=== macpu_bus_arbiter ===
Fig. 1: macpu_bus_arbiter, cell sizes after repair
Scale bar: 20 µm.
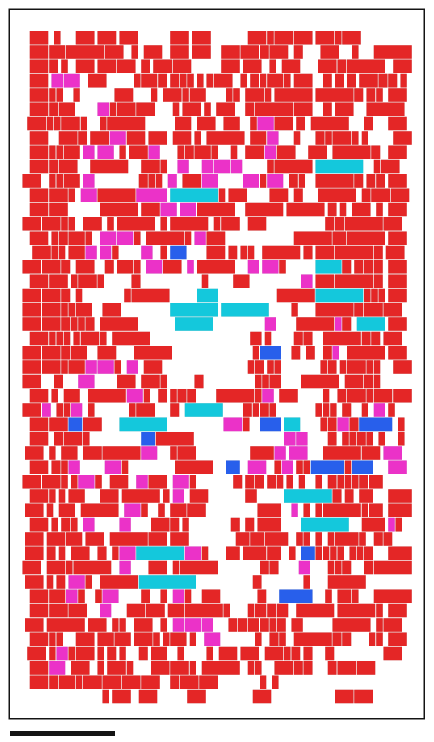
Fig. 2: macpu_bus_arbiter, clock distribution
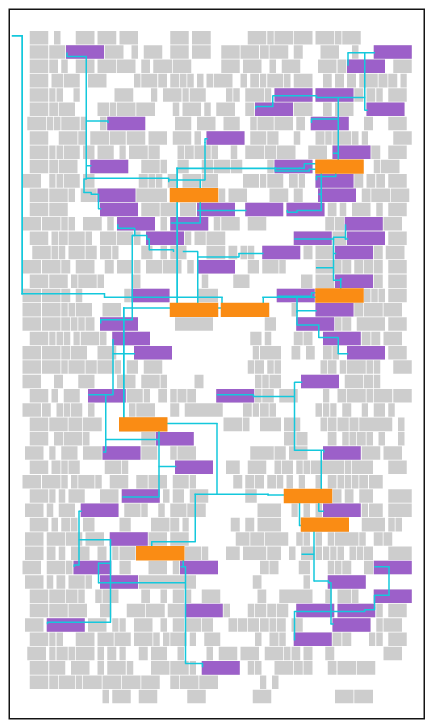
File: config.mk
export PLATFORM = sky130hd
export DESIGN_NAME = macpu_bus_arbiter
export DESIGN_NICKNAME = d
export VERILOG_FILES = /design/src/rtl/macpu_pkg.sv /design/src/rtl/macpu_rr_arbiter.sv /design/src/rtl/macpu_bus_arbiter.sv
export SDC_FILE = /design/constraint.sdc
export NUM_CORES = 1
export LEC_CHECK = 0
export ABC_AREA = 1
export CAP_MARGIN = 25
export CORE_ASPECT_RATIO = 1.75
export CORE_MARGIN = 2
export CORE_UTILIZATION = 43
export CTS_CLUSTER_SIZE = 10
export DETAILED_ROUTE_END_ITERATION = 10
export PLACE_DENSITY_LB_ADDON = 0.25
export SETUP_SLACK_MARGIN = 0.3
export SYNTH_ARGS = -nofsm -noshare
export SYNTH_HDL_FRONTEND = slang
export SYNTH_HIERARCHICAL = 1
export SYNTH_SLANG_ARGS = --single-unit
export TNS_END_PERCENT = 20
File: constraint.sdc
create_clock -name clk -period 9.7 [get_ports clk]
set_clock_uncertainty 0.15 [all_clocks]
set_input_delay 2.91 -clock clk [delete_from_list [all_inputs] [get_ports clk]]
set_output_delay 2.91 -clock clk [all_outputs]
set_load 0.02 [all_outputs]
File: src/rtl/macpu_pkg.sv
// Shared types and constants for the MACPU external-bus interface unit.
package macpu_pkg;

  typedef enum logic [1:0] {
    StIdle,
    StXfer,
    StDone
  } state_e;

  localparam logic RD = 1'b0;
  localparam logic WR = 1'b1;

  localparam int unsigned DEF_ADDR_W = 16;
  localparam int unsigned DEF_DATA_W = 16;

  function automatic int unsigned wrap_inc(input int unsigned i, input int unsigned n);
    return (i + 1 >= n) ? 0 : i + 1;
  endfunction

endpackage

File: src/rtl/macpu_rr_arbiter.sv
// Combinational round-robin picker: first requester at or after ptr wins.
module macpu_rr_arbiter #(
  parameter int unsigned NUM_MASTERS = 4,
  parameter int unsigned IDX_W       = 2
) (
  input  logic [NUM_MASTERS-1:0] req,
  input  logic [IDX_W-1:0]       ptr,
  output logic [NUM_MASTERS-1:0] gnt,
  output logic [IDX_W-1:0]       idx,
  output logic                   vld
);

  always_comb begin
    int unsigned c;
    gnt = '0;
    idx = '0;
    vld = 1'b0;
    c   = 0;
    for (int unsigned i = 0; i < NUM_MASTERS; i++) begin
      c = 32'(ptr) + i;
      if (c >= NUM_MASTERS) c = c - NUM_MASTERS;
      if (!vld && req[c[IDX_W-1:0]]) begin
        vld                = 1'b1;
        gnt[c[IDX_W-1:0]]  = 1'b1;
        idx                = c[IDX_W-1:0];
      end
    end
  end

endmodule

File: src/rtl/macpu_bus_arbiter.sv
// External-bus interface unit: round-robin grant, ready handshake, bus locking.
// Optional transfer timeout enabled by defining MACPU_BUS_TIMEOUT_EN.
module macpu_bus_arbiter
  import macpu_pkg::*;
#(
  parameter int unsigned NUM_MASTERS = 4,
  parameter int unsigned ADDR_W      = DEF_ADDR_W,
  parameter int unsigned DATA_W      = DEF_DATA_W,
  parameter int unsigned TIMEOUT_CYC = 15
) (
  input  logic                          clk,
  input  logic                          rst,
  input  logic [NUM_MASTERS-1:0]        i_req,
  input  logic [NUM_MASTERS-1:0]        i_we,
  input  logic [NUM_MASTERS-1:0]        i_lock_req,
  input  logic [NUM_MASTERS*ADDR_W-1:0] i_addr,
  input  logic [NUM_MASTERS*DATA_W-1:0] i_wdata,
  output logic [NUM_MASTERS-1:0]        o_gnt,
  output logic [NUM_MASTERS-1:0]        o_done,
  output logic                          o_err,
  output logic [DATA_W-1:0]             o_rdata,
  output logic                          o_rw,
  output logic [ADDR_W-1:0]             o_addr,
  output logic [DATA_W-1:0]             o_wdata,
  output logic                          o_data_oe,
  input  logic [DATA_W-1:0]             i_rdata,
  input  logic                          i_ready,
  input  logic                          i_ext_lock,
  output logic                          o_bus_lock
);

  localparam int unsigned IDX_W = (NUM_MASTERS > 1) ? $clog2(NUM_MASTERS) : 1;

  state_e                   state_q, state_d;
  logic [IDX_W-1:0]         rr_ptr_q, rr_ptr_d;
  logic [IDX_W-1:0]         owner_q, owner_d;
  logic                     owner_vld_q, owner_vld_d;
  logic                     bus_lock_q, bus_lock_d;
  logic [NUM_MASTERS-1:0]   gnt_q, gnt_d;
  logic [IDX_W-1:0]         gidx_q, gidx_d;
  logic [ADDR_W-1:0]        addr_q, addr_d;
  logic [DATA_W-1:0]        wdata_q, wdata_d;
  logic                     we_q, we_d;
  logic [DATA_W-1:0]        rdata_q, rdata_d;

  logic                     owner_holds;
  logic [NUM_MASTERS-1:0]   owner_mask;
  logic [NUM_MASTERS-1:0]   elig;
  logic [IDX_W-1:0]         arb_ptr;
  logic [NUM_MASTERS-1:0]   pick_gnt;
  logic [IDX_W-1:0]         pick_idx;
  logic                     pick_vld;

`ifdef MACPU_BUS_TIMEOUT_EN
  localparam int unsigned CNT_W = $clog2(TIMEOUT_CYC + 1);
  logic [CNT_W-1:0]         cnt_q, cnt_d;
  logic                     err_q, err_d;
`endif

  // A recorded owner that still asserts its lock request excludes everyone else.
  assign owner_holds = owner_vld_q && i_lock_req[owner_q];
  assign owner_mask  = {{(NUM_MASTERS-1){1'b0}}, 1'b1} << owner_q;
  assign elig        = owner_holds ? (i_req & owner_mask) : i_req;
  assign arb_ptr     = (owner_vld_q && !owner_holds) ?
                       IDX_W'(wrap_inc(32'(owner_q), NUM_MASTERS)) : rr_ptr_q;

  macpu_rr_arbiter #(
    .NUM_MASTERS (NUM_MASTERS),
    .IDX_W       (IDX_W)
  ) u_rr_arbiter (
    .req (elig),
    .ptr (arb_ptr),
    .gnt (pick_gnt),
    .idx (pick_idx),
    .vld (pick_vld)
  );

  always_comb begin
    state_d     = state_q;
    rr_ptr_d    = rr_ptr_q;
    owner_d     = owner_q;
    owner_vld_d = owner_vld_q;
    bus_lock_d  = bus_lock_q;
    gnt_d       = gnt_q;
    gidx_d      = gidx_q;
    addr_d      = addr_q;
    wdata_d     = wdata_q;
    we_d        = we_q;
    rdata_d     = rdata_q;
`ifdef MACPU_BUS_TIMEOUT_EN
    cnt_d       = cnt_q;
    err_d       = err_q;
`endif
    unique case (state_q)
      StIdle: begin
        if (owner_vld_q && !owner_holds) begin
          owner_vld_d = 1'b0;
          bus_lock_d  = 1'b0;
          rr_ptr_d    = arb_ptr;
        end
        if ((!i_ext_lock || owner_holds) && pick_vld) begin
          state_d    = StXfer;
          gnt_d      = pick_gnt;
          gidx_d     = pick_idx;
          addr_d     = i_addr[32'(pick_idx) * ADDR_W +: ADDR_W];
          wdata_d    = i_wdata[32'(pick_idx) * DATA_W +: DATA_W];
          we_d       = i_we[pick_idx];
          bus_lock_d = 1'b1;
`ifdef MACPU_BUS_TIMEOUT_EN
          cnt_d      = '0;
          err_d      = 1'b0;
`endif
        end
      end
      StXfer: begin
        if (i_ready) begin
          rdata_d = i_rdata;
          state_d = StDone;
        end
`ifdef MACPU_BUS_TIMEOUT_EN
        else if (cnt_q >= CNT_W'(TIMEOUT_CYC - 1)) begin
          err_d   = 1'b1;
          state_d = StDone;
        end else begin
          cnt_d = cnt_q + 1'b1;
        end
`endif
      end
      StDone: begin
        state_d = StIdle;
        gnt_d   = '0;
        if (i_lock_req[gidx_q]) begin
          owner_vld_d = 1'b1;
          owner_d     = gidx_q;
        end else begin
          owner_vld_d = 1'b0;
          bus_lock_d  = 1'b0;
          rr_ptr_d    = IDX_W'(wrap_inc(32'(gidx_q), NUM_MASTERS));
        end
      end
      default: state_d = StIdle;
    endcase
  end

  always_ff @(posedge clk) begin
    if (rst) begin
      state_q     <= StIdle;
      rr_ptr_q    <= '0;
      owner_q     <= '0;
      owner_vld_q <= 1'b0;
      bus_lock_q  <= 1'b0;
      gnt_q       <= '0;
      gidx_q      <= '0;
      addr_q      <= '0;
      wdata_q     <= '0;
      we_q        <= 1'b0;
      rdata_q     <= '0;
    end else begin
      state_q     <= state_d;
      rr_ptr_q    <= rr_ptr_d;
      owner_q     <= owner_d;
      owner_vld_q <= owner_vld_d;
      bus_lock_q  <= bus_lock_d;
      gnt_q       <= gnt_d;
      gidx_q      <= gidx_d;
      addr_q      <= addr_d;
      wdata_q     <= wdata_d;
      we_q        <= we_d;
      rdata_q     <= rdata_d;
    end
  end

`ifdef MACPU_BUS_TIMEOUT_EN
  always_ff @(posedge clk) begin
    if (rst) begin
      cnt_q <= '0;
      err_q <= 1'b0;
    end else begin
      cnt_q <= cnt_d;
      err_q <= err_d;
    end
  end

  assign o_err = (state_q == StDone) && err_q;
`else
  assign o_err = 1'b0;
`endif

  assign o_gnt      = gnt_q;
  assign o_done     = (state_q == StDone) ? gnt_q : '0;
  assign o_rdata    = rdata_q;
  assign o_rw       = we_q;
  assign o_addr     = addr_q;
  assign o_wdata    = wdata_q;
  assign o_data_oe  = (state_q == StXfer) && (we_q == WR);
  assign o_bus_lock = bus_lock_q;

endmodule

==> Slide: Implementation Results <==
Synthesis and Place & Route Summary

Critical path
  – Reg-to-reg startpoint: owner_q[0]
  – FF-to-FF End: o_rw

Hold path
  – Hold Path Origin: o_rdata[12]
  – Hold depth: 2

Pwr
  – Max VDD drop: approximately 0.00014 V

Floorplan
  – Die Height: about 130 µm
  – Rows: roughly 47

Finish
  – Dominant logic cell type in the layout: clkdlybuf4s50_1
  – Final cell count without fillers: approximately 900
  – Core Util, Final: between 70 and 80%
  – Layout cell share with drive strength beyond 1: ~14%

CTS
  – Setup Fix Bufs, Post-CTS: 0
  – Clk root buf: clkbuf_16
  – Cts bufs inserted: 9

Detailed routing
  – Final ANT Viol Nets: 0
  – Routed length per placed instance: between 15 and 20 µm

Synthesis
  – Adder Area Share: approximately 3%
  – Yosys chip area: around 4200 µm²
  – Top cells by area: dfxtp_1 (30%), nor2_1 (11%), o32ai_1 (6.5%)
  – Unique cell types: 32
  – Syn Inst Count: 596

Run status
  – Status: finished clean

Placed design
  – Setup WS pre-CTS: about 2200 ps

Global route
  – Initial antenna violation count: 0
About Fig. 1:
legend:
  magenta:
    size: drive 2
    cells: 83
    share: 10%
    most_used: nand2_2
  red:
    size: drive 1 or less
    cells: 685
    share: 86%
    most_used: clkdlybuf4s50_1
  blue:
    size: drive 3 to 4
    cells: 11
    share: 1.4%
    most_used: nand3_4
  cyan:
    size: drive 6 and up
    cells: 16
    share: 2.0%
    most_used: clkbuf_16

About Fig. 2:
legend:
  orange:
    item: cells driving clock nets
    count: 9
  cyan:
    item: clock wires
    length: 887 µm
  purple:
    item: flip-flops
    count: 63
routed clock nets: 10
flops lie: spread over the die

-- routing by layer --
metal  track usage [%]  part of all wire (%)
met1             25.38                    35
met3             7.286                   6.3
met4             12.87                   4.0
met5                 0                     0
met2             50.38                    55
-- sequential cells by signal, summed over array words and instances (netlist names) --
register,count
gidx_q,2
o_addr,16
o_bus_lock,1
o_gnt,4
o_rdata,16
o_rw,1
o_wdata,16
owner_q,2
owner_vld_q,1
rr_ptr_q,2
state_q,2
-- where the power goes --
group,switching (W),internal [W],total [W]
registers,0.0000197,0.000289,0.000309
clock network,0.000120,0.000206,0.000326
logic,0.000247,0.000200,0.000447
total,0.000386,0.000695,0.00108
-- cell type report --
| class | count | area (µm²) |
|---|---|---|
| multi-input cells | 451 | 2497 |
| fillers | 798 | 2838 |
| flip-flops and latches | 63 | 1261 |
| well taps | 122 | 152.6 |
| clock inverters | 6 | 67.56 |
| inverters | 42 | 165.2 |
| clock buffers | 10 | 239.0 |
| repair buffers | 223 | 2247 |
-- synth_stat cells, drive strengths merged --
library cell    n
o21ai          61
nand3b          1
nand4           7
dfxtp          63
a21oi          70
clkbuf         18
nor3            2
a21boi          4
buf            22
nand3          27
nand2         112
nor2          120
inv            42
o21a            4
o32ai          32
conb            1
ha             10

=== disp_sched_flat ===
Fig. 3: disp_sched_flat, placement by cell class
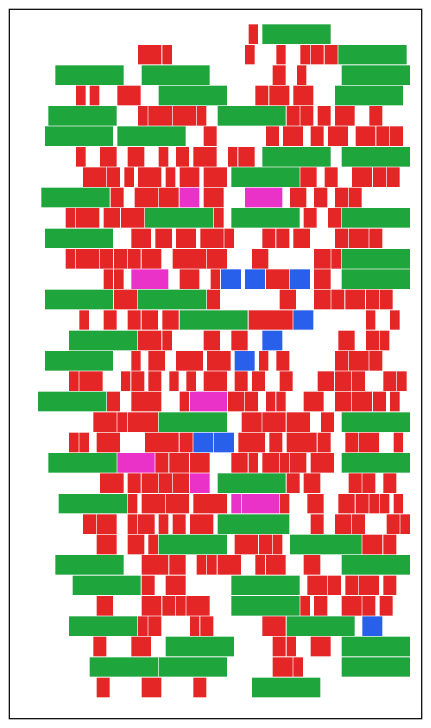
Fig. 4: disp_sched_flat, sequential cells grouped by signal name
Scale bar: 20 µm.
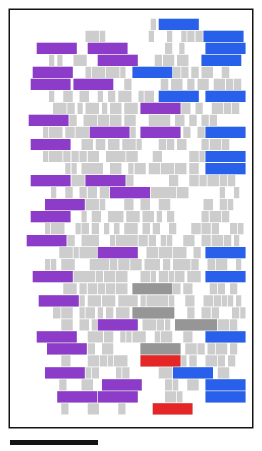
[src/rtl/disp_sched_if.sv]
// Requester handshake bundle for disp_sched: two valid/ready ports carrying
// a four-hex-digit display value each.
interface disp_sched_if;
   logic        req0_valid;
   logic [15:0] req0_data;
   logic        req0_ready;
   logic        req1_valid;
   logic [15:0] req1_data;
   logic        req1_ready;

   modport master (
      output req0_valid, req0_data, req1_valid, req1_data,
      input  req0_ready, req1_ready
   );

   modport slave (
      input  req0_valid, req0_data, req1_valid, req1_data,
      output req0_ready, req1_ready
   );
endinterface

[src/rtl/disp_sched.sv]
// Two-requester display scheduler with minimum dwell per grant and round-robin ties.
// Optional leading-zero blanking is enabled by defining DISP_SCHED_LZB_EN.
module disp_sched #(
   parameter int DWELL_CYC = 100000000,
   parameter int CNT_W     = 27
) (
   input  logic          clk,
   input  logic          reset,
   disp_sched_if.slave   bus,
   output logic [3:0]    A,
   output logic [3:0]    B,
   output logic [3:0]    C,
   output logic [3:0]    D,
   output logic [3:0]    blank,
   output logic [1:0]    owner
);

   localparam logic [1:0] ST_IDLE = 2'd0;
   localparam logic [1:0] ST_OWN0 = 2'd1;
   localparam logic [1:0] ST_OWN1 = 2'd2;
   localparam logic [CNT_W-1:0] LP_CNT_MAX = CNT_W'(DWELL_CYC - 1);

   logic [1:0]       r_state;
   logic [CNT_W-1:0] r_cnt;
   logic             r_last;
   logic [15:0]      r_disp;
   logic [3:0]       r_blank;
   logic [1:0]       r_owner;

   logic w_expired;
   logic w_grant0;
   logic w_grant1;
   logic w_rdy0;
   logic w_rdy1;
   logic w_ready0;
   logic w_ready1;
   logic w_xfer0;
   logic w_xfer1;

   function automatic logic [3:0] f_blank(input logic [15:0] d);
      logic [3:0] b;
`ifdef DISP_SCHED_LZB_EN
      b[3] = (d[15:12] == 4'h0);
      b[2] = (d[15:8]  == 8'h00);
      b[1] = (d[15:4]  == 12'h000);
      b[0] = 1'b0;
`else
      b = 4'b0000;
`endif
      return b;
   endfunction

   assign w_expired = (r_cnt == LP_CNT_MAX);

   // Grant and ready decision; a waiting port may only pre-empt an expired owner.
   always_comb begin
      w_grant0 = 1'b0;
      w_grant1 = 1'b0;
      w_rdy0   = 1'b0;
      w_rdy1   = 1'b0;
      case (r_state)
         ST_IDLE: begin
            if (bus.req0_valid && bus.req1_valid) begin
               if (r_last) begin
                  w_grant0 = 1'b1;
               end else begin
                  w_grant1 = 1'b1;
               end
            end else if (bus.req0_valid) begin
               w_grant0 = 1'b1;
            end else if (bus.req1_valid) begin
               w_grant1 = 1'b1;
            end else begin
               w_grant0 = 1'b0;
            end
            w_rdy0 = w_grant0;
            w_rdy1 = w_grant1;
         end
         ST_OWN0: begin
            if (w_expired && bus.req1_valid) begin
               w_grant1 = 1'b1;
               w_rdy1   = 1'b1;
            end else begin
               w_rdy0 = bus.req0_valid;
            end
         end
         ST_OWN1: begin
            if (w_expired && bus.req0_valid) begin
               w_grant0 = 1'b1;
               w_rdy0   = 1'b1;
            end else begin
               w_rdy1 = bus.req1_valid;
            end
         end
         default: begin
            w_rdy0 = 1'b0;
         end
      endcase
   end

   assign w_ready0       = w_rdy0 & ~reset;
   assign w_ready1       = w_rdy1 & ~reset;
   assign w_xfer0        = w_ready0 & bus.req0_valid;
   assign w_xfer1        = w_ready1 & bus.req1_valid;
   assign bus.req0_ready = w_ready0;
   assign bus.req1_ready = w_ready1;

   // Ownership state, dwell counter and last-served tracking.
   always_ff @(posedge clk or posedge reset) begin
      if (reset) begin
         r_state <= ST_IDLE;
         r_cnt   <= '0;
         r_last  <= 1'b1;
      end else if (w_grant0) begin
         r_state <= ST_OWN0;
         r_cnt   <= '0;
         r_last  <= 1'b0;
      end else if (w_grant1) begin
         r_state <= ST_OWN1;
         r_cnt   <= '0;
         r_last  <= 1'b1;
      end else if ((r_state != ST_IDLE) && !w_expired) begin
         r_cnt   <= r_cnt + CNT_W'(1);
      end else begin
         r_cnt   <= r_cnt;
      end
   end

   // Display value, blanking and owner register together on every transfer.
   always_ff @(posedge clk or posedge reset) begin
      if (reset) begin
         r_disp  <= 16'h0000;
         r_blank <= 4'b1111;
         r_owner <= 2'b00;
      end else if (w_xfer0) begin
         r_disp  <= bus.req0_data;
         r_blank <= f_blank(bus.req0_data);
         r_owner <= 2'b01;
      end else if (w_xfer1) begin
         r_disp  <= bus.req1_data;
         r_blank <= f_blank(bus.req1_data);
         r_owner <= 2'b10;
      end else begin
         r_disp  <= r_disp;
         r_blank <= r_blank;
         r_owner <= r_owner;
      end
   end

   assign A     = r_disp[15:12];
   assign B     = r_disp[11:8];
   assign C     = r_disp[7:4];
   assign D     = r_disp[3:0];
   assign blank = r_blank;
   assign owner = r_owner;

endmodule

[src/flat_wrapper.sv]
// flat-port wrapper written by rule: the top's interface ports become plain ports
module disp_sched_flat 
#(
   parameter int DWELL_CYC = 100000000,
   parameter int CNT_W     = 27
)
  (clk, reset, A, B, C, D, blank, owner, bus_req0_valid, bus_req0_data, bus_req1_valid, bus_req1_data, bus_req0_ready, bus_req1_ready);
  disp_sched_if bus_i ();
  input  logic clk;
  input  logic reset;
  output logic [3:0] A;
  output logic [3:0] B;
  output logic [3:0] C;
  output logic [3:0] D;
  output logic [3:0] blank;
  output logic [1:0] owner;
  input wire logic [$bits(bus_i.req0_valid)-1:0] bus_req0_valid;
  input wire logic [$bits(bus_i.req0_data)-1:0] bus_req0_data;
  input wire logic [$bits(bus_i.req1_valid)-1:0] bus_req1_valid;
  input wire logic [$bits(bus_i.req1_data)-1:0] bus_req1_data;
  output wire logic [$bits(bus_i.req0_ready)-1:0] bus_req0_ready;
  output wire logic [$bits(bus_i.req1_ready)-1:0] bus_req1_ready;
  assign bus_i.req0_valid = bus_req0_valid;
  assign bus_i.req0_data = bus_req0_data;
  assign bus_i.req1_valid = bus_req1_valid;
  assign bus_i.req1_data = bus_req1_data;
  assign bus_req0_ready = bus_i.req0_ready;
  assign bus_req1_ready = bus_i.req1_ready;
  disp_sched #(.DWELL_CYC(DWELL_CYC), .CNT_W(CNT_W)) u_core (.clk(clk), .reset(reset), .bus(bus_i), .A(A), .B(B), .C(C), .D(D), .blank(blank), .owner(owner));
endmodule
[config.mk]
export PLATFORM = sky130hd
export DESIGN_NAME = disp_sched_flat
export DESIGN_NICKNAME = d
export VERILOG_FILES = /design/src/rtl/disp_sched_if.sv /design/src/rtl/disp_sched.sv /design/src/flat_wrapper.sv
export SDC_FILE = /design/constraint.sdc
export NUM_CORES = 1
export LEC_CHECK = 0
export ABC_AREA = 0
export CAP_MARGIN = 20
export CORE_ASPECT_RATIO = 1.75
export CORE_UTILIZATION = 60
export CTS_CLUSTER_DIAMETER = 200
export CTS_CLUSTER_SIZE = 24
export DETAILED_ROUTE_END_ITERATION = 7
export DONT_BUFFER_PORTS = 1
export GPL_ROUTABILITY_DRIVEN = 0
export PLACE_DENSITY = 0.8
export SLEW_MARGIN = 20
export SYNTH_ARGS = -nofsm -noshare
export SYNTH_HDL_FRONTEND = slang
export SYNTH_SLANG_ARGS = --single-unit
[constraint.sdc]
create_clock -name clk -period 3.7 [get_ports clk]
set_input_delay 0.555 -clock clk [delete_from_list [all_inputs] [get_ports clk]]
set_output_delay 0.555 -clock clk [all_outputs]
set_load 0.005 [all_outputs]
==> Slide: Implementation Results <==
Synthesis and Place & Route Summary

Flow run
  – Tool warnings: 26

STA
  – Worst clock skew: 13.16 ps
  – Setup violations, final: 0

Synthesis
  – Synth area leader: dfrtp_1
  – Ys cells: around 340
  – Dominant flop cell: dfrtp_1

CTS
  – CTS Hold Bufs: 0
  – Cts bufs inserted: 5
  – Worst-path clk slew: ~90 ps
  – Max Root-Sink Buffers: 2
  – TritonCTS clock tree: built

Detailed routing
  – Drt drc: 0
  – Top Layer Used: met4
  – Via density: 6.778

Critical path
  – Worst path top cell family by delay: simple AND/OR/NAND/NOR gates
  – Critical path's most frequent cell: or4_1

Pwr
  – Switching fraction of total power: a little over a third
  – Clock Power: roughly 0.00032 W
  – Max power group: registers
  – Internal power: about 0.0010 W
  – Combinational logic power: just under 0.0004 W

Finish
  – Top Layout Cells: dfrtp_1 (47), nand3_1 (44), nor2_1 (26)
  – Antenna cells: 0
  – Layout Area Growth over Synthesis: 3.338%

Run status
  – Status: finished clean

Floorplan
  – Chip width: between 50 and 60 µm
About Fig. 3:
legend:
  blue:
    class: other buffers and delay cells
    cells: 9
  red:
    class: all other logic
    cells: 265
  green:
    class: flops
    cells: 49
  magenta:
    class: clock drivers and dummy loads
    cells: 8
Core Util, Final: 64.76%
Placeable Area: 4666 µm²

About Fig. 4:
legend:
  purple:
    signal: u_core.r_cnt
    sequential_cells: 27
  red:
    signal: u_core.owner
    sequential_cells: 2
  blue:
    signal: u_core.r_disp
    sequential_cells: 16
not colored: 4

## kinds of logic (layout without fill, tap and decap cells)
logic type | Yosys count | after routing | synth area share, %
buffers and inverters | 55 | 43 | 8.130
XOR/XNOR | 17 | 17 | 5.092
AND/OR/NAND/NOR | 124 | 124 | 21.91
adder cells (fa/ha/maj) | 1 | 1 | 0.4278
multiplexers | 1 | 1 | 0.3423
flip-flops | 49 | 49 | 42.02
AND-OR/OR-AND | 96 | 96 | 22.08
## stage by stage
step | utilization [%] | setup slack, ps | std cells | power (W) | cell area (µm²)
after floorplan | - | 973.6 | 343 | 0.001142 | 2924
after global placement | 62.78 | 723.2 | 375 | 0.001224 | 2929
after detailed placement | 62.78 | 619.0 | 375 | 0.001249 | 2929
after CTS | 64.66 | 274.9 | 383 | 0.001563 | 3017
after global routing | 64.76 | 249.9 | 383 | 0.001676 | 3022
final | 64.76 | 419.7 | 383 | 0.001555 | 3022
## final cells by class
class,count,area [µm²]
Fill cell,401,1644
Multi-Input combinational cell,239,1474
Sequential cell,49,1229
Inverter,26,98.84
Clock buffer,6,72.57
Timing Repair Buffer,9,67.56
Tap cell,52,65.06
Clock inverter,2,15.01

=== coo_edge_sequencer_flat ===
Fig. 5: coo_edge_sequencer_flat, cell sizes after repair
Scale bar: 20 µm.
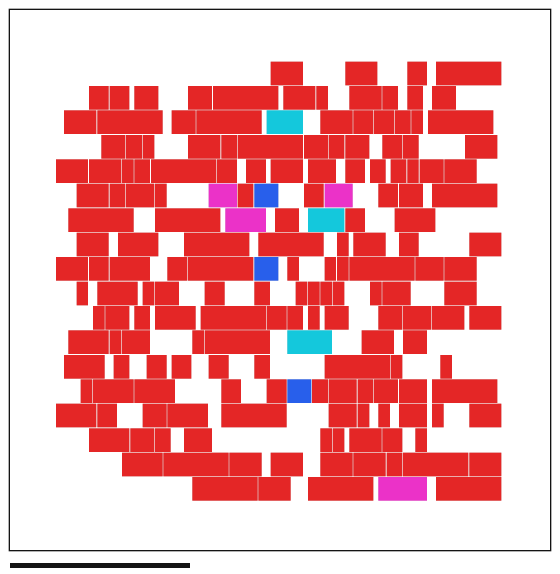
Fig. 6: coo_edge_sequencer_flat, sequential cells grouped by signal name
Scale bar: 20 µm.
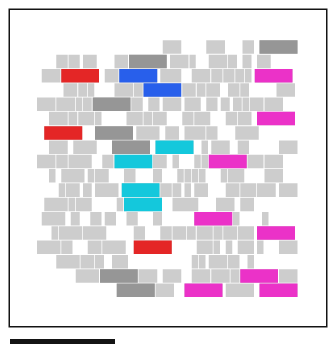
Fig. 7: coo_edge_sequencer_flat, clock distribution
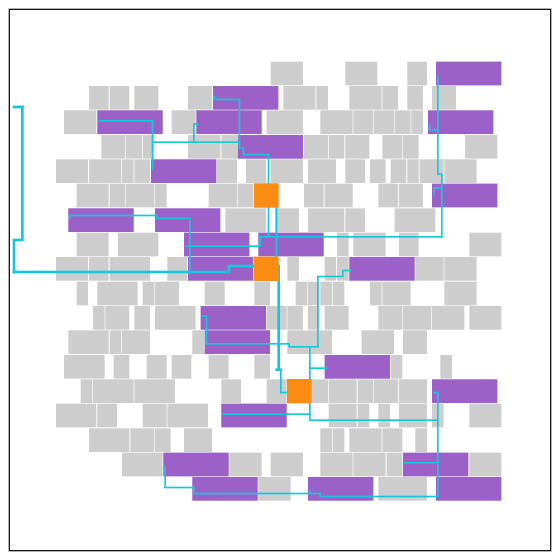
==> src/rtl/coo_edge_sequencer_if.sv <==
// Beat bus from the edge sequencer to its consumers.
// Handshake: a beat transfers on a rising clk edge where out_valid and
// out_ready are both 1. The master holds out_base, out_lane_en and out_last
// stable while out_valid is 1 and out_ready is 0. The slave may change
// out_ready at any time, and out_valid does not depend on out_ready.
interface coo_edge_sequencer_if #(
  parameter int COO_BW = 3,
  parameter int LANES  = 2
);
  logic              out_valid;
  logic              out_ready;
  logic [COO_BW-1:0] out_base;
  logic [LANES-1:0]  out_lane_en;
  logic              out_last;

  modport master (
    output out_valid,
    output out_base,
    output out_lane_en,
    output out_last,
    input  out_ready
  );

  modport slave (
    input  out_valid,
    input  out_base,
    input  out_lane_en,
    input  out_last,
    output out_ready
  );
endinterface

==> src/rtl/coo_edge_sequencer.sv <==
// Edge-index sequencer for the COO edge list. Walks indices 0..count-1 in
// beats of LANES consecutive indices, masks the partial final beat, and can
// loop over the list until stop is seen. All outputs are registered.
module coo_edge_sequencer #(
  parameter int COO_EDGES = 6,
  parameter int LANES     = 2,
  parameter int COO_BW    = (COO_EDGES > 1) ? $clog2(COO_EDGES) : 1,
  parameter int PASS_BW   = 8
) (
  input  logic                  clk,
  input  logic                  reset,
  input  logic                  start,
  input  logic [COO_BW:0]       edge_count,
  input  logic                  mode_loop,
  input  logic                  stop,
  coo_edge_sequencer_if.master  beat,
  output logic                  busy,
  output logic                  done,
  output logic [PASS_BW-1:0]    pass_cnt,
  output logic [1:0]            dbg_state
);

  // Wide enough that base + LANES (and base + lane index) never overflows.
  localparam int SUM_BW = COO_BW + $clog2(LANES) + 2;
  localparam logic [COO_BW:0] MAX_CNT = (COO_BW + 1)'(COO_EDGES);

  typedef enum logic [1:0] {
    S_IDLE = 2'd0,
    S_RUN  = 2'd1,
    S_FIN  = 2'd2
  } state_t;

  state_t               r_state;
  state_t               w_state_nxt;

  logic [COO_BW-1:0]    r_base;
  logic [COO_BW:0]      r_cnt;
  logic                 r_loop;
  logic [PASS_BW-1:0]   r_pass;
  logic                 r_valid;
  logic [LANES-1:0]     r_lane_en;
  logic                 r_last;
  logic                 r_done;
  logic                 r_busy;

  logic [COO_BW-1:0]    w_base_nxt;
  logic [COO_BW:0]      w_cnt_nxt;
  logic                 w_loop_nxt;
  logic [PASS_BW-1:0]   w_pass_nxt;
  logic                 w_valid_nxt;
  logic [LANES-1:0]     w_lane_en_nxt;
  logic                 w_last_nxt;
  logic                 w_done_nxt;
  logic                 w_busy_nxt;

  logic [COO_BW:0]      w_cnt_clamp;
  logic                 w_accept;

  // Lane i is live when base + i is still inside the edge list.
  function automatic logic [LANES-1:0] f_lane_mask(
    input logic [COO_BW-1:0] base,
    input logic [COO_BW:0]   cnt
  );
    logic [LANES-1:0] m;
    m = '0;
    for (int i = 0; i < LANES; i++) begin
      m[i] = (SUM_BW'(base) + SUM_BW'(i)) < SUM_BW'(cnt);
    end
    return m;
  endfunction

  // The beat is last when it reaches or passes the end of the list.
  function automatic logic f_is_last(
    input logic [COO_BW-1:0] base,
    input logic [COO_BW:0]   cnt
  );
    return (SUM_BW'(base) + SUM_BW'(LANES)) >= SUM_BW'(cnt);
  endfunction

  assign w_cnt_clamp = (edge_count > MAX_CNT) ? MAX_CNT : edge_count;
  assign w_accept    = r_valid & beat.out_ready;

  // State register.
  always_ff @(posedge clk) begin
    if (!reset) begin
      r_state <= S_IDLE;
    end else begin
      r_state <= w_state_nxt;
    end
  end

  // Next-state and next-datapath decode.
  always_comb begin
    w_state_nxt = r_state;
    w_base_nxt  = r_base;
    w_cnt_nxt   = r_cnt;
    w_loop_nxt  = r_loop;
    w_pass_nxt  = r_pass;
    case (r_state)
      S_IDLE: begin
        if (start) begin
          w_cnt_nxt   = w_cnt_clamp;
          w_loop_nxt  = mode_loop;
          w_pass_nxt  = '0;
          w_base_nxt  = '0;
          w_state_nxt = (w_cnt_clamp == '0) ? S_FIN : S_RUN;
        end
      end
      S_RUN: begin
        // stop only cancels looping; the pass in flight always completes.
        if (stop) begin
          w_loop_nxt = 1'b0;
        end
        if (w_accept) begin
          if (r_last) begin
            w_pass_nxt  = r_pass + PASS_BW'(1);
            w_base_nxt  = '0;
            w_state_nxt = (r_loop && !stop) ? S_RUN : S_FIN;
          end else begin
            w_base_nxt = r_base + COO_BW'(LANES);
          end
        end
      end
      S_FIN: begin
        w_state_nxt = S_IDLE;
      end
      default: begin
        w_state_nxt = S_IDLE;
      end
    endcase
  end

  // Output decode from the next state so every output is a plain register.
  always_comb begin
    w_valid_nxt   = (w_state_nxt == S_RUN);
    w_lane_en_nxt = '0;
    w_last_nxt    = 1'b0;
    if (w_valid_nxt) begin
      w_lane_en_nxt = f_lane_mask(w_base_nxt, w_cnt_nxt);
      w_last_nxt    = f_is_last(w_base_nxt, w_cnt_nxt);
    end
    w_done_nxt = (w_state_nxt == S_FIN);
    w_busy_nxt = (w_state_nxt != S_IDLE);
  end

  // Datapath and output registers.
  always_ff @(posedge clk) begin
    if (!reset) begin
      r_base    <= '0;
      r_cnt     <= '0;
      r_loop    <= 1'b0;
      r_pass    <= '0;
      r_valid   <= 1'b0;
      r_lane_en <= '0;
      r_last    <= 1'b0;
      r_done    <= 1'b0;
      r_busy    <= 1'b0;
    end else begin
      r_base    <= w_base_nxt;
      r_cnt     <= w_cnt_nxt;
      r_loop    <= w_loop_nxt;
      r_pass    <= w_pass_nxt;
      r_valid   <= w_valid_nxt;
      r_lane_en <= w_lane_en_nxt;
      r_last    <= w_last_nxt;
      r_done    <= w_done_nxt;
      r_busy    <= w_busy_nxt;
    end
  end

  assign beat.out_valid   = r_valid;
  assign beat.out_base    = r_base;
  assign beat.out_lane_en = r_lane_en;
  assign beat.out_last    = r_last;
  assign busy             = r_busy;
  assign done             = r_done;
  assign pass_cnt         = r_pass;
  assign dbg_state        = r_state;

endmodule

==> src/flat_wrapper.sv <==
// flat-port wrapper written by rule: the top's interface ports become plain ports
module coo_edge_sequencer_flat 
#(
  parameter int COO_EDGES = 6,
  parameter int LANES     = 2,
  parameter int COO_BW    = (COO_EDGES > 1) ? $clog2(COO_EDGES) : 1,
  parameter int PASS_BW   = 8
)
  (clk, reset, start, edge_count, mode_loop, stop, busy, done, pass_cnt, dbg_state, beat_out_valid, beat_out_base, beat_out_lane_en, beat_out_last, beat_out_ready);
  coo_edge_sequencer_if #(.COO_BW(COO_BW), .LANES(LANES)) beat_i ();
  input  logic clk;
  input  logic reset;
  input  logic start;
  input  logic [COO_BW:0] edge_count;
  input  logic mode_loop;
  input  logic stop;
  output logic busy;
  output logic done;
  output logic [PASS_BW-1:0] pass_cnt;
  output logic [1:0] dbg_state;
  output wire logic [$bits(beat_i.out_valid)-1:0] beat_out_valid;
  output wire logic [$bits(beat_i.out_base)-1:0] beat_out_base;
  output wire logic [$bits(beat_i.out_lane_en)-1:0] beat_out_lane_en;
  output wire logic [$bits(beat_i.out_last)-1:0] beat_out_last;
  input wire logic [$bits(beat_i.out_ready)-1:0] beat_out_ready;
  assign beat_out_valid = beat_i.out_valid;
  assign beat_out_base = beat_i.out_base;
  assign beat_out_lane_en = beat_i.out_lane_en;
  assign beat_out_last = beat_i.out_last;
  assign beat_i.out_ready = beat_out_ready;
  coo_edge_sequencer #(.COO_EDGES(COO_EDGES), .LANES(LANES), .COO_BW(COO_BW), .PASS_BW(PASS_BW)) u_core (.clk(clk), .reset(reset), .start(start), .edge_count(edge_count), .mode_loop(mode_loop), .stop(stop), .beat(beat_i), .busy(busy), .done(done), .pass_cnt(pass_cnt), .dbg_state(dbg_state));
endmodule
==> config.mk <==
export PLATFORM = sky130hd
export DESIGN_NAME = coo_edge_sequencer_flat
export DESIGN_NICKNAME = d
export VERILOG_FILES = /design/src/rtl/coo_edge_sequencer_if.sv /design/src/rtl/coo_edge_sequencer.sv /design/src/flat_wrapper.sv
export SDC_FILE = /design/constraint.sdc
export NUM_CORES = 1
export LEC_CHECK = 0
export ABC_CLOCK_PERIOD_IN_PS = 4800
export CAP_MARGIN = 15
export CORE_MARGIN = 5
export CORE_UTILIZATION = 53
export CTS_BUF_LIST = sky130_fd_sc_hd__clkbuf_4 sky130_fd_sc_hd__clkbuf_8 sky130_fd_sc_hd__clkbuf_16
export DETAILED_ROUTE_END_ITERATION = 10
export GPL_TIMING_DRIVEN = 0
export PLACE_DENSITY_LB_ADDON = 0.1
export SYNTH_ARGS = -nofsm -noshare
export SYNTH_HDL_FRONTEND = slang
export SYNTH_SLANG_ARGS = --single-unit
==> constraint.sdc <==
create_clock -name clk -period 4.8 [get_ports clk]
set_clock_uncertainty 0.15 [all_clocks]
set_input_delay 0.72 -clock clk [delete_from_list [all_inputs] [get_ports clk]]
set_output_delay 0.72 -clock clk [all_outputs]
set_load 0.01 [all_outputs]
==> Slide: Implementation Results <==
Synthesis and Place & Route Summary

Run status
  – Status: finished clean

Global route
  – GRT busiest layer: met2
  – Met1 usage: approximately a quarter

Synthesis
  – Syn Area/Cell: approximately 8.9 µm²
  – Floorplan Nets: between 150 and 200
  – Count of library flops with an enable pin: 0
  – Top logic family: simple AND/OR/NAND/NOR gates

Detailed routing
  – Top Layer Used: met4

Flow run
  – Tool warnings: 28

CTS
  – CTS Hold Bufs: 0
  – Setup Fix Bufs, Post-CTS: 0
  – # clock sinks: 24
  – Number of cells upsized or downsized after cts: 0

Finish
  – Non-CTS inverters: 4
  – Antenna cells: 0

Placed design
  – Gp weighted congestion: around 0.8
Notes on Fig. 5 above:
legend:
  blue:
    size: drive 3 to 4
    cells: 3
    share: 1.7%
    most_used: clkbuf_4
  magenta:
    size: drive 2
    cells: 4
    share: 2.2%
  red:
    size: drive 1 or less
    cells: 171
    share: 94%
    most_used: clkdlybuf4s50_1
  cyan:
    size: drive 6 and up
    cells: 3
    share: 1.7%
    most_used: buf_6
final worst slack: 1778 ps
post-route design area: 1684 µm²
number of non-clock buffers: 32

Notes on Fig. 6 above:
legend:
  magenta:
    signal: u_core.pass_cnt
    sequential_cells: 8
  blue:
    signal: u_core.dbg_state
    sequential_cells: 2
  cyan:
    signal: u_core.r_cnt
    sequential_cells: 4
    where: center
  red:
    signal: u_core.beat.out_base
    sequential_cells: 3
not colored: 7
Core Util, Final: 69.24%
Seq area share: 28.53%
FF+latch area: 480.5 µm²
P_seq: 0.000217 W

Notes on Fig. 7 above:
legend:
  cyan:
    item: clock wires
    length: 302 µm
  purple:
    item: flip-flops
    count: 24
  orange:
    item: cells driving clock nets
    count: 3
routed clock nets: 4

[power breakdown]
part | switching (W) | internal, W
Clock | 0.0000625 | 0.0000463
Combinational | 0.0000490 | 0.0000478
Sequential | 0.00000693 | 0.000210
[worst paths after layout]
check / to / from / slack, ps / cells after the start
worst max-delay path: u_core.beat.out_lane_en[1] / start / 1780 / 11
worst min-delay path: u_core.r_cnt[3] / u_core.r_cnt[3] / 350 / 1
worst max register to register: u_core.beat.out_lane_en[1] / u_core.dbg_state[0] / 2210 / 11
worst min register to register: u_core.r_cnt[3] / u_core.r_cnt[3] / 350 / 1
[flip-flops by register name, indices dropped and copies added, names as in the netlist]
name and count:
u_core.pass_cnt 8, u_core.beat.out_last 1, u_core.beat.out_valid 1, u_core.beat.out_lane_en 2, u_core.dbg_state 2, u_core.beat.out_base 3
u_core.r_cnt 4, u_core.done 1, u_core.busy 1, u_core.r_loop 1
[stage by stage]
stage          instances  setup WS (ps)  total power (W)  hold WS [ps]
2_1_floorplan        149           2238        0.0002786         302.4
3_3_place_gp         207           1480        0.0003152         315.3
3_5_place_dp         207           1438        0.0003177         322.8
4_1_cts              211           1770        0.0004240         346.2
5_1_grt              211           1626        0.0004480         373.7
6_report             211           1778        0.0004227         348.0

=== hour_display_driver ===
File: src/rtl/clock_disp_pkg.sv
// Shared constants for the clock display: active-low 7-segment codes {g,f,e,d,c,b,a},
// decoder input codes and the digit scan state encoding.
package clock_disp_pkg;

  localparam logic [6:0] SegDigit0 = 7'h40;
  localparam logic [6:0] SegDigit1 = 7'h79;
  localparam logic [6:0] SegDigit2 = 7'h24;
  localparam logic [6:0] SegDigit3 = 7'h30;
  localparam logic [6:0] SegDigit4 = 7'h19;
  localparam logic [6:0] SegDigit5 = 7'h12;
  localparam logic [6:0] SegDigit6 = 7'h02;
  localparam logic [6:0] SegDigit7 = 7'h78;
  localparam logic [6:0] SegDigit8 = 7'h00;
  localparam logic [6:0] SegDigit9 = 7'h10;
  localparam logic [6:0] SegA      = 7'h08;
  localparam logic [6:0] SegP      = 7'h0C;
  localparam logic [6:0] SegBlank  = 7'h7F;

  localparam logic [3:0] CodeA     = 4'd10;
  localparam logic [3:0] CodeP     = 4'd11;
  localparam logic [3:0] CodeBlank = 4'd15;

  typedef enum logic [1:0] {
    ScanD0 = 2'd0,
    ScanD1 = 2'd1,
    ScanD2 = 2'd2
  } scan_state_e;

endpackage

File: src/rtl/seg7_decode.sv
// Combinational 4-bit code to active-low segment decoder: 0..9, 10='A', 11='P', others blank.
module seg7_decode
  import clock_disp_pkg::*;
(
  input  logic [3:0] code,
  output logic [6:0] seg_n
);

  always_comb begin
    seg_n = SegBlank;
    case (code)
      4'd0:    seg_n = SegDigit0;
      4'd1:    seg_n = SegDigit1;
      4'd2:    seg_n = SegDigit2;
      4'd3:    seg_n = SegDigit3;
      4'd4:    seg_n = SegDigit4;
      4'd5:    seg_n = SegDigit5;
      4'd6:    seg_n = SegDigit6;
      4'd7:    seg_n = SegDigit7;
      4'd8:    seg_n = SegDigit8;
      4'd9:    seg_n = SegDigit9;
      CodeA:   seg_n = SegA;
      CodeP:   seg_n = SegP;
      default: seg_n = SegBlank;
    endcase
  end

endmodule

File: src/rtl/hour_display_driver.sv
// Multiplexed 3-digit hour + AM/PM display driver fed from an asynchronous 1 Hz hour counter.
// Each digit slot opens with one blanking cycle to avoid ghosting between digits.
module hour_display_driver #(
  parameter int unsigned REFRESH_DIV = 100000,
  parameter logic        PM_AT_RESET = 1'b0
) (
  input  logic       clk,
  input  logic       reset,
  input  logic [3:0] hour_q,
  input  logic       hour_roll,
  output logic       pm,
  output logic [6:0] seg_n,
  output logic [2:0] an_n
);
  import clock_disp_pkg::*;

  localparam int unsigned CntW = $clog2(REFRESH_DIV);
  localparam logic [CntW-1:0] CntMax = CntW'(REFRESH_DIV - 1);

  logic [3:0]      hour_s1_q, hour_s2_q, hour_prev_q;
  logic [3:0]      hour_disp_q, hour_disp_d;
  logic            roll_s1_q, roll_s2_q, roll_prev_q;
  logic            pm_q, pm_d;
  logic [CntW-1:0] cnt_q, cnt_d;
  scan_state_e     state_q, state_d;
  logic [2:0]      an_n_q, an_n_d;
  logic [6:0]      seg_n_q, seg_n_d;
  logic [3:0]      tens_code, units_code, dig_code;
  logic [6:0]      dig_seg;

  seg7_decode u_seg7_decode (
    .code  (dig_code),
    .seg_n (dig_seg)
  );

  always_comb begin
    // Accept a synchronized hour only once it has held for two samples (multi-bit CDC).
    hour_disp_d = hour_disp_q;
    if ((hour_s2_q == hour_prev_q) && (hour_s2_q < 4'd12)) begin
      hour_disp_d = hour_s2_q;
    end
    pm_d = pm_q ^ (roll_s2_q & ~roll_prev_q);

    cnt_d   = cnt_q + 1'b1;
    state_d = state_q;
    if (cnt_q == CntMax) begin
      cnt_d = '0;
      unique case (state_q)
        ScanD0:  state_d = ScanD1;
        ScanD1:  state_d = ScanD2;
        default: state_d = ScanD0;
      endcase
    end

    if (hour_disp_q == 4'd0) begin
      tens_code  = 4'd1;
      units_code = 4'd2;
    end else if (hour_disp_q < 4'd10) begin
      tens_code  = CodeBlank;
      units_code = hour_disp_q;
    end else begin
      tens_code  = 4'd1;
      units_code = hour_disp_q - 4'd10;
    end

    unique case (state_q)
      ScanD0:  dig_code = pm_q ? CodeP : CodeA;
      ScanD1:  dig_code = units_code;
      ScanD2:  dig_code = tens_code;
      default: dig_code = CodeBlank;
    endcase

    an_n_d  = 3'b111;
    seg_n_d = SegBlank;
    if ((cnt_q != '0) && (dig_code != CodeBlank)) begin
      seg_n_d = dig_seg;
      unique case (state_q)
        ScanD0:  an_n_d = 3'b110;
        ScanD1:  an_n_d = 3'b101;
        ScanD2:  an_n_d = 3'b011;
        default: an_n_d = 3'b111;
      endcase
    end
  end

  always_ff @(posedge clk) begin
    if (reset) begin
      hour_s1_q   <= '0;
      hour_s2_q   <= '0;
      hour_prev_q <= '0;
      hour_disp_q <= '0;
      roll_s1_q   <= 1'b0;
      roll_s2_q   <= 1'b0;
      roll_prev_q <= 1'b0;
      pm_q        <= PM_AT_RESET;
      cnt_q       <= '0;
      state_q     <= ScanD0;
      an_n_q      <= 3'b111;
      seg_n_q     <= SegBlank;
    end else begin
      hour_s1_q   <= hour_q;
      hour_s2_q   <= hour_s1_q;
      hour_prev_q <= hour_s2_q;
      hour_disp_q <= hour_disp_d;
      roll_s1_q   <= hour_roll;
      roll_s2_q   <= roll_s1_q;
      roll_prev_q <= roll_s2_q;
      pm_q        <= pm_d;
      cnt_q       <= cnt_d;
      state_q     <= state_d;
      an_n_q      <= an_n_d;
      seg_n_q     <= seg_n_d;
    end
  end

  assign pm    = pm_q;
  assign seg_n = seg_n_q;
  assign an_n  = an_n_q;

endmodule

File: config.mk
export PLATFORM = sky130hd
export DESIGN_NAME = hour_display_driver
export DESIGN_NICKNAME = d
export VERILOG_FILES = /design/src/rtl/clock_disp_pkg.sv /design/src/rtl/seg7_decode.sv /design/src/rtl/hour_display_driver.sv
export SDC_FILE = /design/constraint.sdc
export NUM_CORES = 1
export LEC_CHECK = 0
export CAP_MARGIN = 0
export CORE_UTILIZATION = 31
export CTS_CLUSTER_DIAMETER = 100
export DETAILED_ROUTE_END_ITERATION = 10
export GPL_ROUTABILITY_DRIVEN = 0
export HOLD_SLACK_MARGIN = 0.15
export PLACE_DENSITY = 0.5
export SYNTH_ARGS = -nofsm -noshare
export SYNTH_HDL_FRONTEND = slang
export SYNTH_SLANG_ARGS = --single-unit
File: constraint.sdc
create_clock -name clk -period 2.8 [get_ports clk]
set_input_delay 0.28 -clock clk [delete_from_list [all_inputs] [get_ports clk]]
set_output_delay 0.28 -clock clk [all_outputs]
set_load 0.1 [all_outputs]
==> Slide: Implementation Results <==
Synthesis and Place & Route Summary

Synthesis
  – Top-area cell share: 45.87%
  – Syn Inst Count: approximately 230
  – Synth Area in Compound Gates: around 9%
  – Top-count cell post-synth: dfxtp_1
  – Synth area leader: dfxtp_1
  – Mux cell area share: under 10%

Critical path
  – Reg2Reg Setup Slack: about 460 ps
  – Critical Path Fanout Max: 9
  – Reg-to-reg startpoint: hour_disp_q[2]

STA
  – Final setup TNS: 0 ps
  – RSZ-0062 raised after global routing: no
  – Actual slew at the worst max-slew pin: about 640 ps
  – Crit path time final: between 2000 and 2500 ps

CTS
  – Clk ins delay skew pair: 300 ps
  – H-Tree Depth: 2
  – TritonCTS clock tree: built
  – Number of cells upsized or downsized after cts: 0

Hold path
  – Hold depth: 1

Finish
  – Seq_cells: slightly below 50
  – Non-CTS inverters: 13

Detailed routing
  – Drt drc: 0
  – Drt first pass iters: 4

Floorplan
  – Placeable Area: 6495 µm²
  – Chip width: 85.05 µm

Global route
  – Initial antenna violation count: 0

Run status
  – Status: finished clean

Pwr
  – Pwr Total: approximately 0.0014 W
## stage by stage
| step | utilization [%] | hold slack [ps] |
|---|---|---|
| floorplan | - | 351.6 |
| detailed placement | 36.26 | 420.4 |
| CTS | 37.64 | 442.7 |
| global route | 37.64 | 454.0 |
| global placement | 36.26 | 417.3 |
| finish | 37.64 | 439.3 |
## worst max-delay path, cell delays in order (launching register included)
cell and delay, ps:
dfxtp_1 460, nor2b_1 170, o22ai_1 110, a22oi_1 440
inv_1 140, ha_1 260, nor4_1 370, a221o_1 180
nand3_2 60
## cell families (layout without fill, tap and decap cells)
group           Yosys count  count (layout)
fa+ha+maj                 9               9
flops                    49              49
buf+inv                  21              40
simple gates            101             101
compound gates           28              28
mux                       7               7
xor+xnor                 19              19
## report_power, final
group	switching (W)	total, W	internal (W)	leakage (nW)
Sequential	0.0000158	0.000738	0.000723	0.400
Clock	0.000226	0.000421	0.000196	0.0433
Combinational	0.000134	0.000191	0.0000564	0.538
## registers in the layout (all words and copies together) (netlist names), 2 cells and up
register     cells
an_n             3
cnt_q           17
hour_disp_q      4
hour_prev_q      4
hour_s1_q        4
hour_s2_q        4
seg_n            7
state_q          2
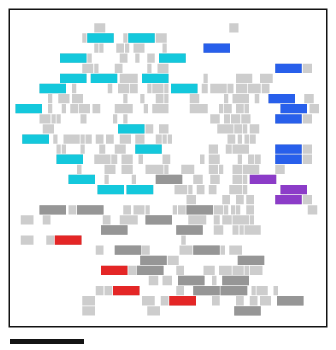
Fig. 8. Sequential cells grouped by signal name (hour_display_driver).
Scale bar: 20 µm.
legend:
  purple:
    signal: an_n
    sequential_cells: 3
  red:
    signal: hour_s1_q
    sequential_cells: 4
  blue:
    signal: seg_n
    sequential_cells: 7
  cyan:
    signal: cnt_q
    sequential_cells: 17
not colored: 18

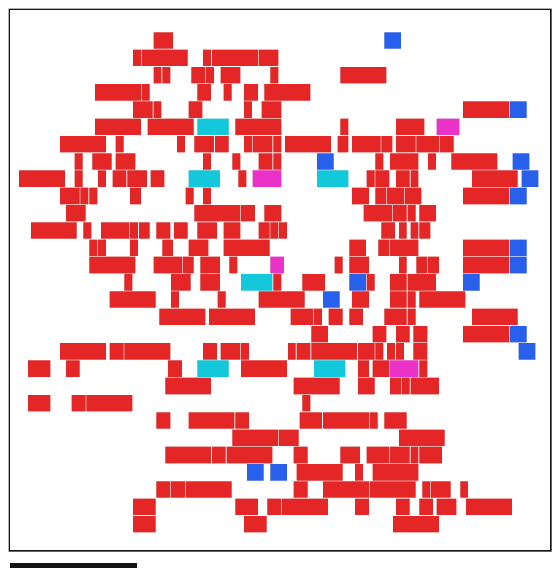
Fig. 9. Cell sizes after repair (hour_display_driver).
Scale bar: 20 µm.
legend:
  blue:
    size: drive 3 to 4
    cells: 15
    share: 5.9%
    most_used: buf_4
  cyan:
    size: drive 6 and up
    cells: 6
    share: 2.4%
    most_used: clkbuf_8
  red:
    size: drive 1 or less
    cells: 228
    share: 90%
    most_used: dfxtp_1
  magenta:
    size: drive 2
    cells: 4
    share: 1.6%

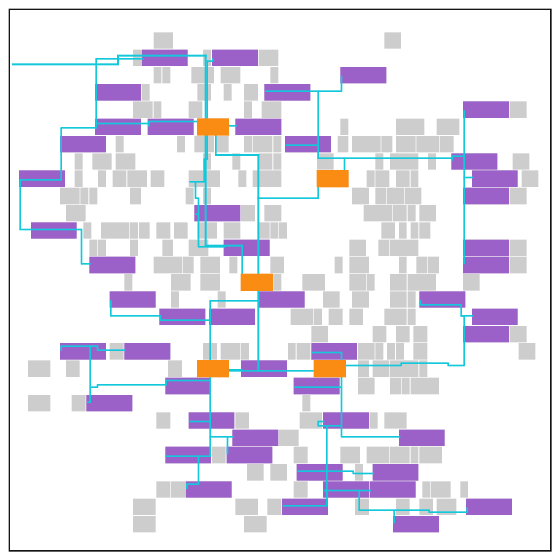
Fig. 10. Clock distribution (hour_display_driver).
legend:
  purple:
    item: flip-flops
    count: 49
  orange:
    item: cells driving clock nets
    count: 5
  cyan:
    item: clock wires
    length: 622 µm
routed clock nets: 6
flops lie: spread over the die
worst clock skew: 10.74 ps
clock share of power: 31.2%


=== map9v3_sched ===
--- src/rtl/map9v3_sched.sv ---
// Two-requester round-robin scheduler driving a single map9v3 engine:
// launches a job, waits out any stale done, captures the result or aborts on timeout.
module map9v3_sched #(
  parameter int TIMEOUT   = 1024,
  parameter int START_CYC = 3
) (
  input  logic       clock_i,
  input  logic       reset_i,
  input  logic       req0_valid_i,
  input  logic [8:0] req0_n_i,
  output logic       req0_ready_o,
  input  logic       req1_valid_i,
  input  logic [8:0] req1_n_i,
  output logic       req1_ready_o,
  output logic       rsp_valid_o,
  input  logic       rsp_ready_i,
  output logic       rsp_id_o,
  output logic [8:0] rsp_dp_o,
  output logic [7:0] rsp_sr_o,
  output logic       rsp_err_o,
  output logic       m_start_o,
  output logic [8:0] m_n_o,
  input  logic       m_done_i,
  input  logic [8:0] m_dp_i,
  input  logic [7:0] m_sr_i,
  output logic       busy_o,
  output logic [2:0] state_o
);

  localparam logic [2:0] S_IDLE      = 3'd0;
  localparam logic [2:0] S_LAUNCH    = 3'd1;
  localparam logic [2:0] S_WAIT_CLR  = 3'd2;
  localparam logic [2:0] S_WAIT_DONE = 3'd3;
  localparam logic [2:0] S_RESULT    = 3'd4;

  localparam logic [15:0] TO_LAST    = 16'(TIMEOUT - 1);
  localparam logic [7:0]  START_LAST = 8'(START_CYC - 1);

  // Handshakes: a request transfers in the cycle its ready is high (ready is only
  // ever high in IDLE); a response transfers when rsp_valid_o and rsp_ready_i are both high.
  logic [2:0]  state_q, state_d;
  logic        last_q, last_d;
  logic        id_q, id_d;
  logic [8:0]  mn_q, mn_d;
  logic [7:0]  lcnt_q, lcnt_d;
  logic [15:0] tcnt_q, tcnt_d;
  logic        rsp_valid_q, rsp_valid_d;
  logic        rsp_err_q, rsp_err_d;
  logic [8:0]  rsp_dp_q, rsp_dp_d;
  logic [7:0]  rsp_sr_q, rsp_sr_d;

  logic        any_valid;
  logic        grant;
  logic        grant_id;
  logic [15:0] tcnt_inc;
  logic        timeout_hit;

  always_comb begin
    any_valid   = req0_valid_i | req1_valid_i;
    // With both pending, serve the one not served last; otherwise whoever asks.
    grant_id    = (req0_valid_i && req1_valid_i) ? ~last_q : req1_valid_i;
    grant       = (state_q == S_IDLE) && any_valid && !reset_i;
    tcnt_inc    = (tcnt_q == 16'hFFFF) ? tcnt_q : tcnt_q + 16'd1;
    timeout_hit = (tcnt_q >= TO_LAST);
  end

  always_comb begin
    state_d     = state_q;
    last_d      = last_q;
    id_d        = id_q;
    mn_d        = mn_q;
    lcnt_d      = lcnt_q;
    tcnt_d      = tcnt_q;
    rsp_valid_d = rsp_valid_q;
    rsp_err_d   = rsp_err_q;
    rsp_dp_d    = rsp_dp_q;
    rsp_sr_d    = rsp_sr_q;
    case (state_q)
      S_IDLE: begin
        if (grant) begin
          state_d = S_LAUNCH;
          id_d    = grant_id;
          last_d  = grant_id;
          mn_d    = grant_id ? req1_n_i : req0_n_i;
          lcnt_d  = 8'd0;
        end
      end
      S_LAUNCH: begin
        if (lcnt_q == START_LAST) begin
          state_d = S_WAIT_CLR;
          tcnt_d  = 16'd0;
        end else begin
          lcnt_d = lcnt_q + 8'd1;
        end
      end
      S_WAIT_CLR: begin
        tcnt_d = tcnt_inc;
        // A done still high here belongs to the previous job and is never captured.
        if (timeout_hit) begin
          state_d     = S_RESULT;
          rsp_valid_d = 1'b1;
          rsp_err_d   = 1'b1;
          rsp_dp_d    = 9'd0;
          rsp_sr_d    = 8'd0;
        end else if (!m_done_i) begin
          state_d = S_WAIT_DONE;
        end
      end
      S_WAIT_DONE: begin
        tcnt_d = tcnt_inc;
        if (m_done_i) begin
          state_d     = S_RESULT;
          rsp_valid_d = 1'b1;
          rsp_err_d   = 1'b0;
          rsp_dp_d    = m_dp_i;
          rsp_sr_d    = m_sr_i;
        end else if (timeout_hit) begin
          state_d     = S_RESULT;
          rsp_valid_d = 1'b1;
          rsp_err_d   = 1'b1;
          rsp_dp_d    = 9'd0;
          rsp_sr_d    = 8'd0;
        end
      end
      S_RESULT: begin
        if (rsp_ready_i) begin
          state_d     = S_IDLE;
          rsp_valid_d = 1'b0;
        end
      end
      default: state_d = S_IDLE;
    endcase
  end

  always_ff @(posedge clock_i) begin
    if (reset_i) begin
      state_q     <= S_IDLE;
      last_q      <= 1'b1;
      id_q        <= 1'b0;
      mn_q        <= 9'd0;
      lcnt_q      <= 8'd0;
      tcnt_q      <= 16'd0;
      rsp_valid_q <= 1'b0;
      rsp_err_q   <= 1'b0;
      rsp_dp_q    <= 9'd0;
      rsp_sr_q    <= 8'd0;
    end else begin
      state_q     <= state_d;
      last_q      <= last_d;
      id_q        <= id_d;
      mn_q        <= mn_d;
      lcnt_q      <= lcnt_d;
      tcnt_q      <= tcnt_d;
      rsp_valid_q <= rsp_valid_d;
      rsp_err_q   <= rsp_err_d;
      rsp_dp_q    <= rsp_dp_d;
      rsp_sr_q    <= rsp_sr_d;
    end
  end

  assign req0_ready_o = grant & ~grant_id;
  assign req1_ready_o = grant & grant_id;
  assign rsp_valid_o  = rsp_valid_q;
  assign rsp_id_o     = id_q;
  assign rsp_dp_o     = rsp_dp_q;
  assign rsp_sr_o     = rsp_sr_q;
  assign rsp_err_o    = rsp_err_q;
  assign m_start_o    = (state_q == S_LAUNCH);
  assign m_n_o        = mn_q;
  assign busy_o       = (state_q != S_IDLE);
  assign state_o      = state_q;

endmodule

--- config.mk ---
export PLATFORM = sky130hd
export DESIGN_NAME = map9v3_sched
export DESIGN_NICKNAME = d
export VERILOG_FILES = /design/src/rtl/map9v3_sched.sv
export SDC_FILE = /design/constraint.sdc
export NUM_CORES = 1
export LEC_CHECK = 0
export ABC_AREA = 1
export CAP_MARGIN = 25
export CORE_UTILIZATION = 52
export CTS_CLUSTER_SIZE = 30
export DETAILED_ROUTE_END_ITERATION = 6
export GPL_TIMING_DRIVEN = 0
export HOLD_SLACK_MARGIN = 0.05
export PLACE_DENSITY_LB_ADDON = 0.2
export SLEW_MARGIN = 25
export SYNTH_ARGS = -nofsm -noshare
export SYNTH_HDL_FRONTEND = slang
export SYNTH_SLANG_ARGS = --single-unit
--- constraint.sdc ---
create_clock -name clock_i -period 3.8 [get_ports clock_i]
set_input_delay 0.57 -clock clock_i [delete_from_list [all_inputs] [get_ports clock_i]]
set_output_delay 0.57 -clock clock_i [all_outputs]
set_load 0.01 [all_outputs]
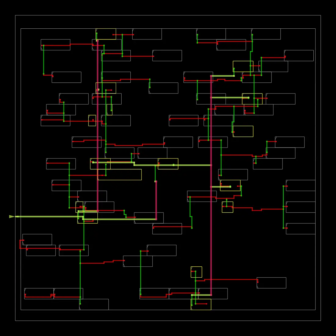
Fig. 11. Clock wiring as the flow saved it (map9v3_sched).
Clock Power: 0.000577 W
worst clock skew: 6.458 ps
# clock sinks: 57
cts bufs inserted: 9

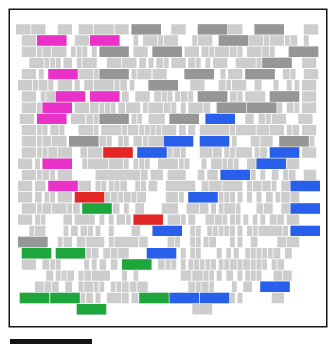
Fig. 12. Sequential cells grouped by signal name (map9v3_sched).
Scale bar: 20 µm.
legend:
  red:
    signal: state_o
    sequential_cells: 3
  blue:
    signal: tcnt_q
    sequential_cells: 16
  magenta:
    signal: m_n_o
    sequential_cells: 9
  green:
    signal: lcnt_q
    sequential_cells: 8
    where: lower left
not colored: 21

## critical path: cells and delay by family
| family | cells | cell delay, ps |
|---|---|---|
| buf+inv | 3 | 1300 |
| simple gates | 4 | 420 |
## through the flow
stage | setup WS [ps] | utilization (%)
global placement | 974.4 | 71.72
CTS | 915.2 | 75.47
floorplan | 2033 | -
detailed placement | 930.7 | 71.72
finish | 940.1 | 75.47
global route | 759.8 | 75.47
## per-layer routing
metal	vias up	wire [µm]	global-route usage, %
met3	11	389	6.786
met1	1359	3216	29.60
li1	1528	-	-
met2	74	3762	48.75
met4	0	107	10.77
met5	-	0	0
## area by class of cell
type | count | area share [%]
Multi-Input combinational cell | 317 | 39.09
Sequential cell | 57 | 28.87
Timing Repair Buffer | 76 | 19.25
Clock buffer | 11 | 3.577
Inverter | 34 | 3.419
Tap cell | 70 | 2.216
Buffer | 11 | 2.184
Clock inverter | 5 | 1.393
## logic make-up after synthesis
kind of cell	count (synthesis)	share of synthesized area (%)
buffers and inverters	45	7.616
AOI/OAI and AO/OA	67	14.72
DFF	57	39.24
adders and majority gates	3	1.291
and+or+nand+nor	247	37.14
==> Slide: Implementation Results <==
Synthesis and Place & Route Summary

Critical path
  – CP Cell Sequence: clkdlybuf4s50_1 -> nor2_1 -> nor2_1 -> nand2_2 -> nor2_2 -> buf_2 -> clkdlybuf4s50_1
  – CP startpoint kind: primary input
  – Worst EP arrival: roughly 2300 ps
  – Worst setup path startpoint: req1_valid_i

Global route
  – Initial antenna violation count: 0
  – Global-route wire length before repair: 12,630 µm

Finish
  – Largest reg by FF count: tcnt_q
  – Layout Nets: between 500 and 600
  – Dominant logic cell type in the layout: nand2_1
  – FF+latch area: 1141 µm²

Synthesis
  – Synth top cells by count: nand2_1 (141), dfxtp_1 (57), nor2_1 (38)

Run status
  – Status: finished clean

CTS
  – CTS Hold Bufs: 0

Floorplan
  – IO Pins: slightly below 80

STA
  – Setup violations, final: 0

Detailed routing
  – Final ANT Viol Nets: 0


==> notes/layouts.md <==
Pictures saved along the way, in no particular order.

Placement by cell class.
(a)
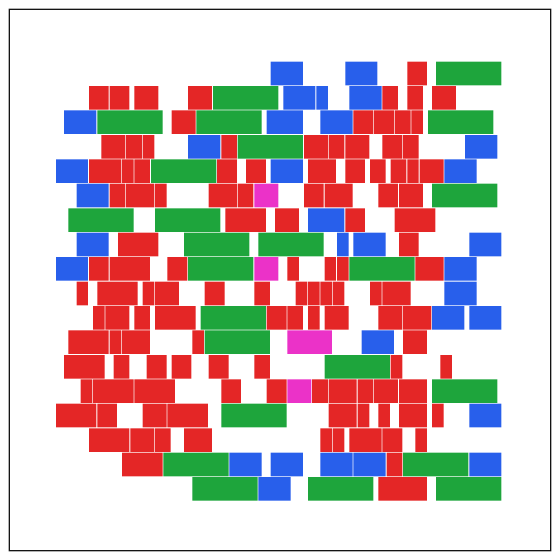
(b)
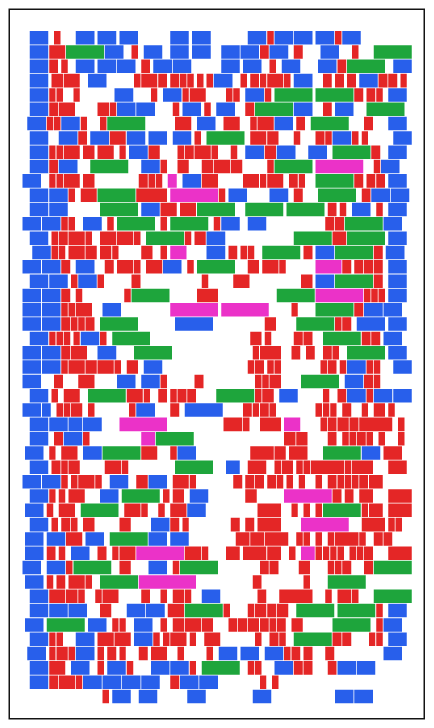
(c)
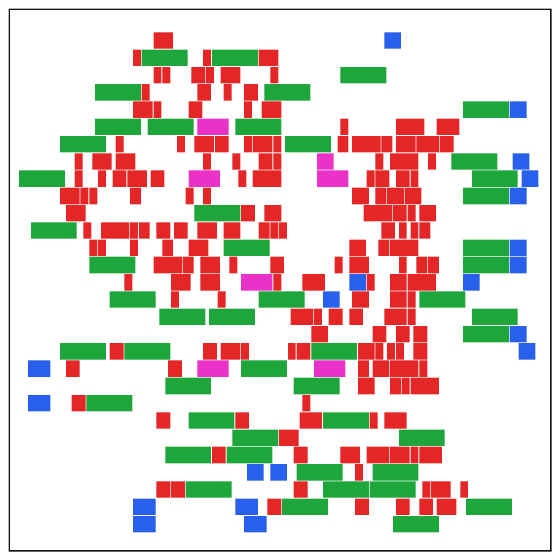
(d)
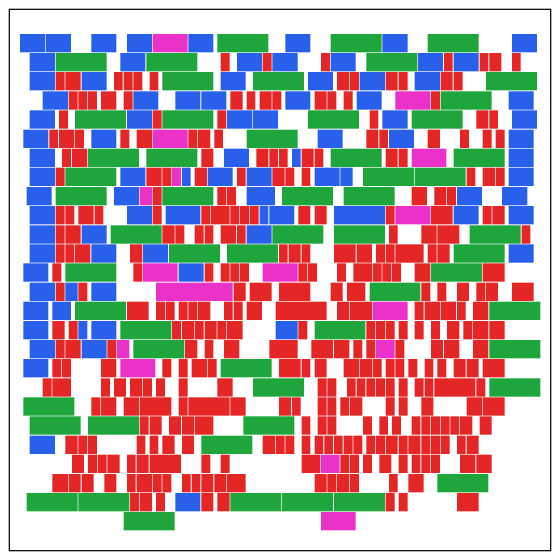
- most cells: (b)
- fewest cells: (a)
For macpu_bus_arbiter, see (b).
For hour_display_driver, see (c).
For coo_edge_sequencer_flat, see (a).
For map9v3_sched, see (d).


==> layout pictures side by side <==
Clock wiring as the flow saved it.
picture 1
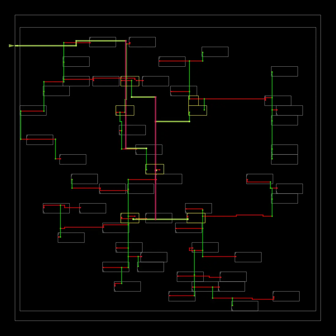
picture 2
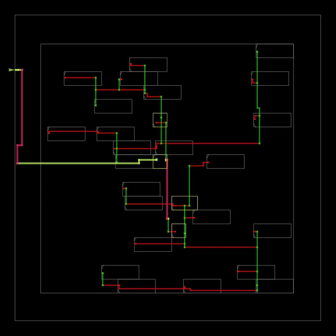
picture 3
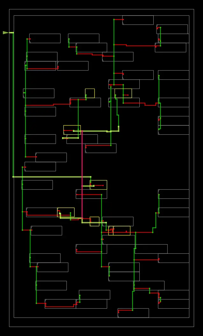
picture 4
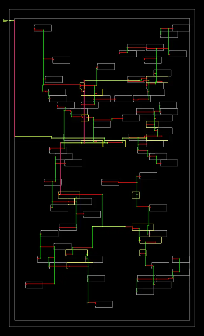
picture 1 -> hour_display_driver
picture 3 -> disp_sched_flat
picture 2 -> coo_edge_sequencer_flat
picture 4 -> macpu_bus_arbiter
- fewest sequential cells: picture 2

Power figures rest on the tool's default switching activity, not on a simulated workload.
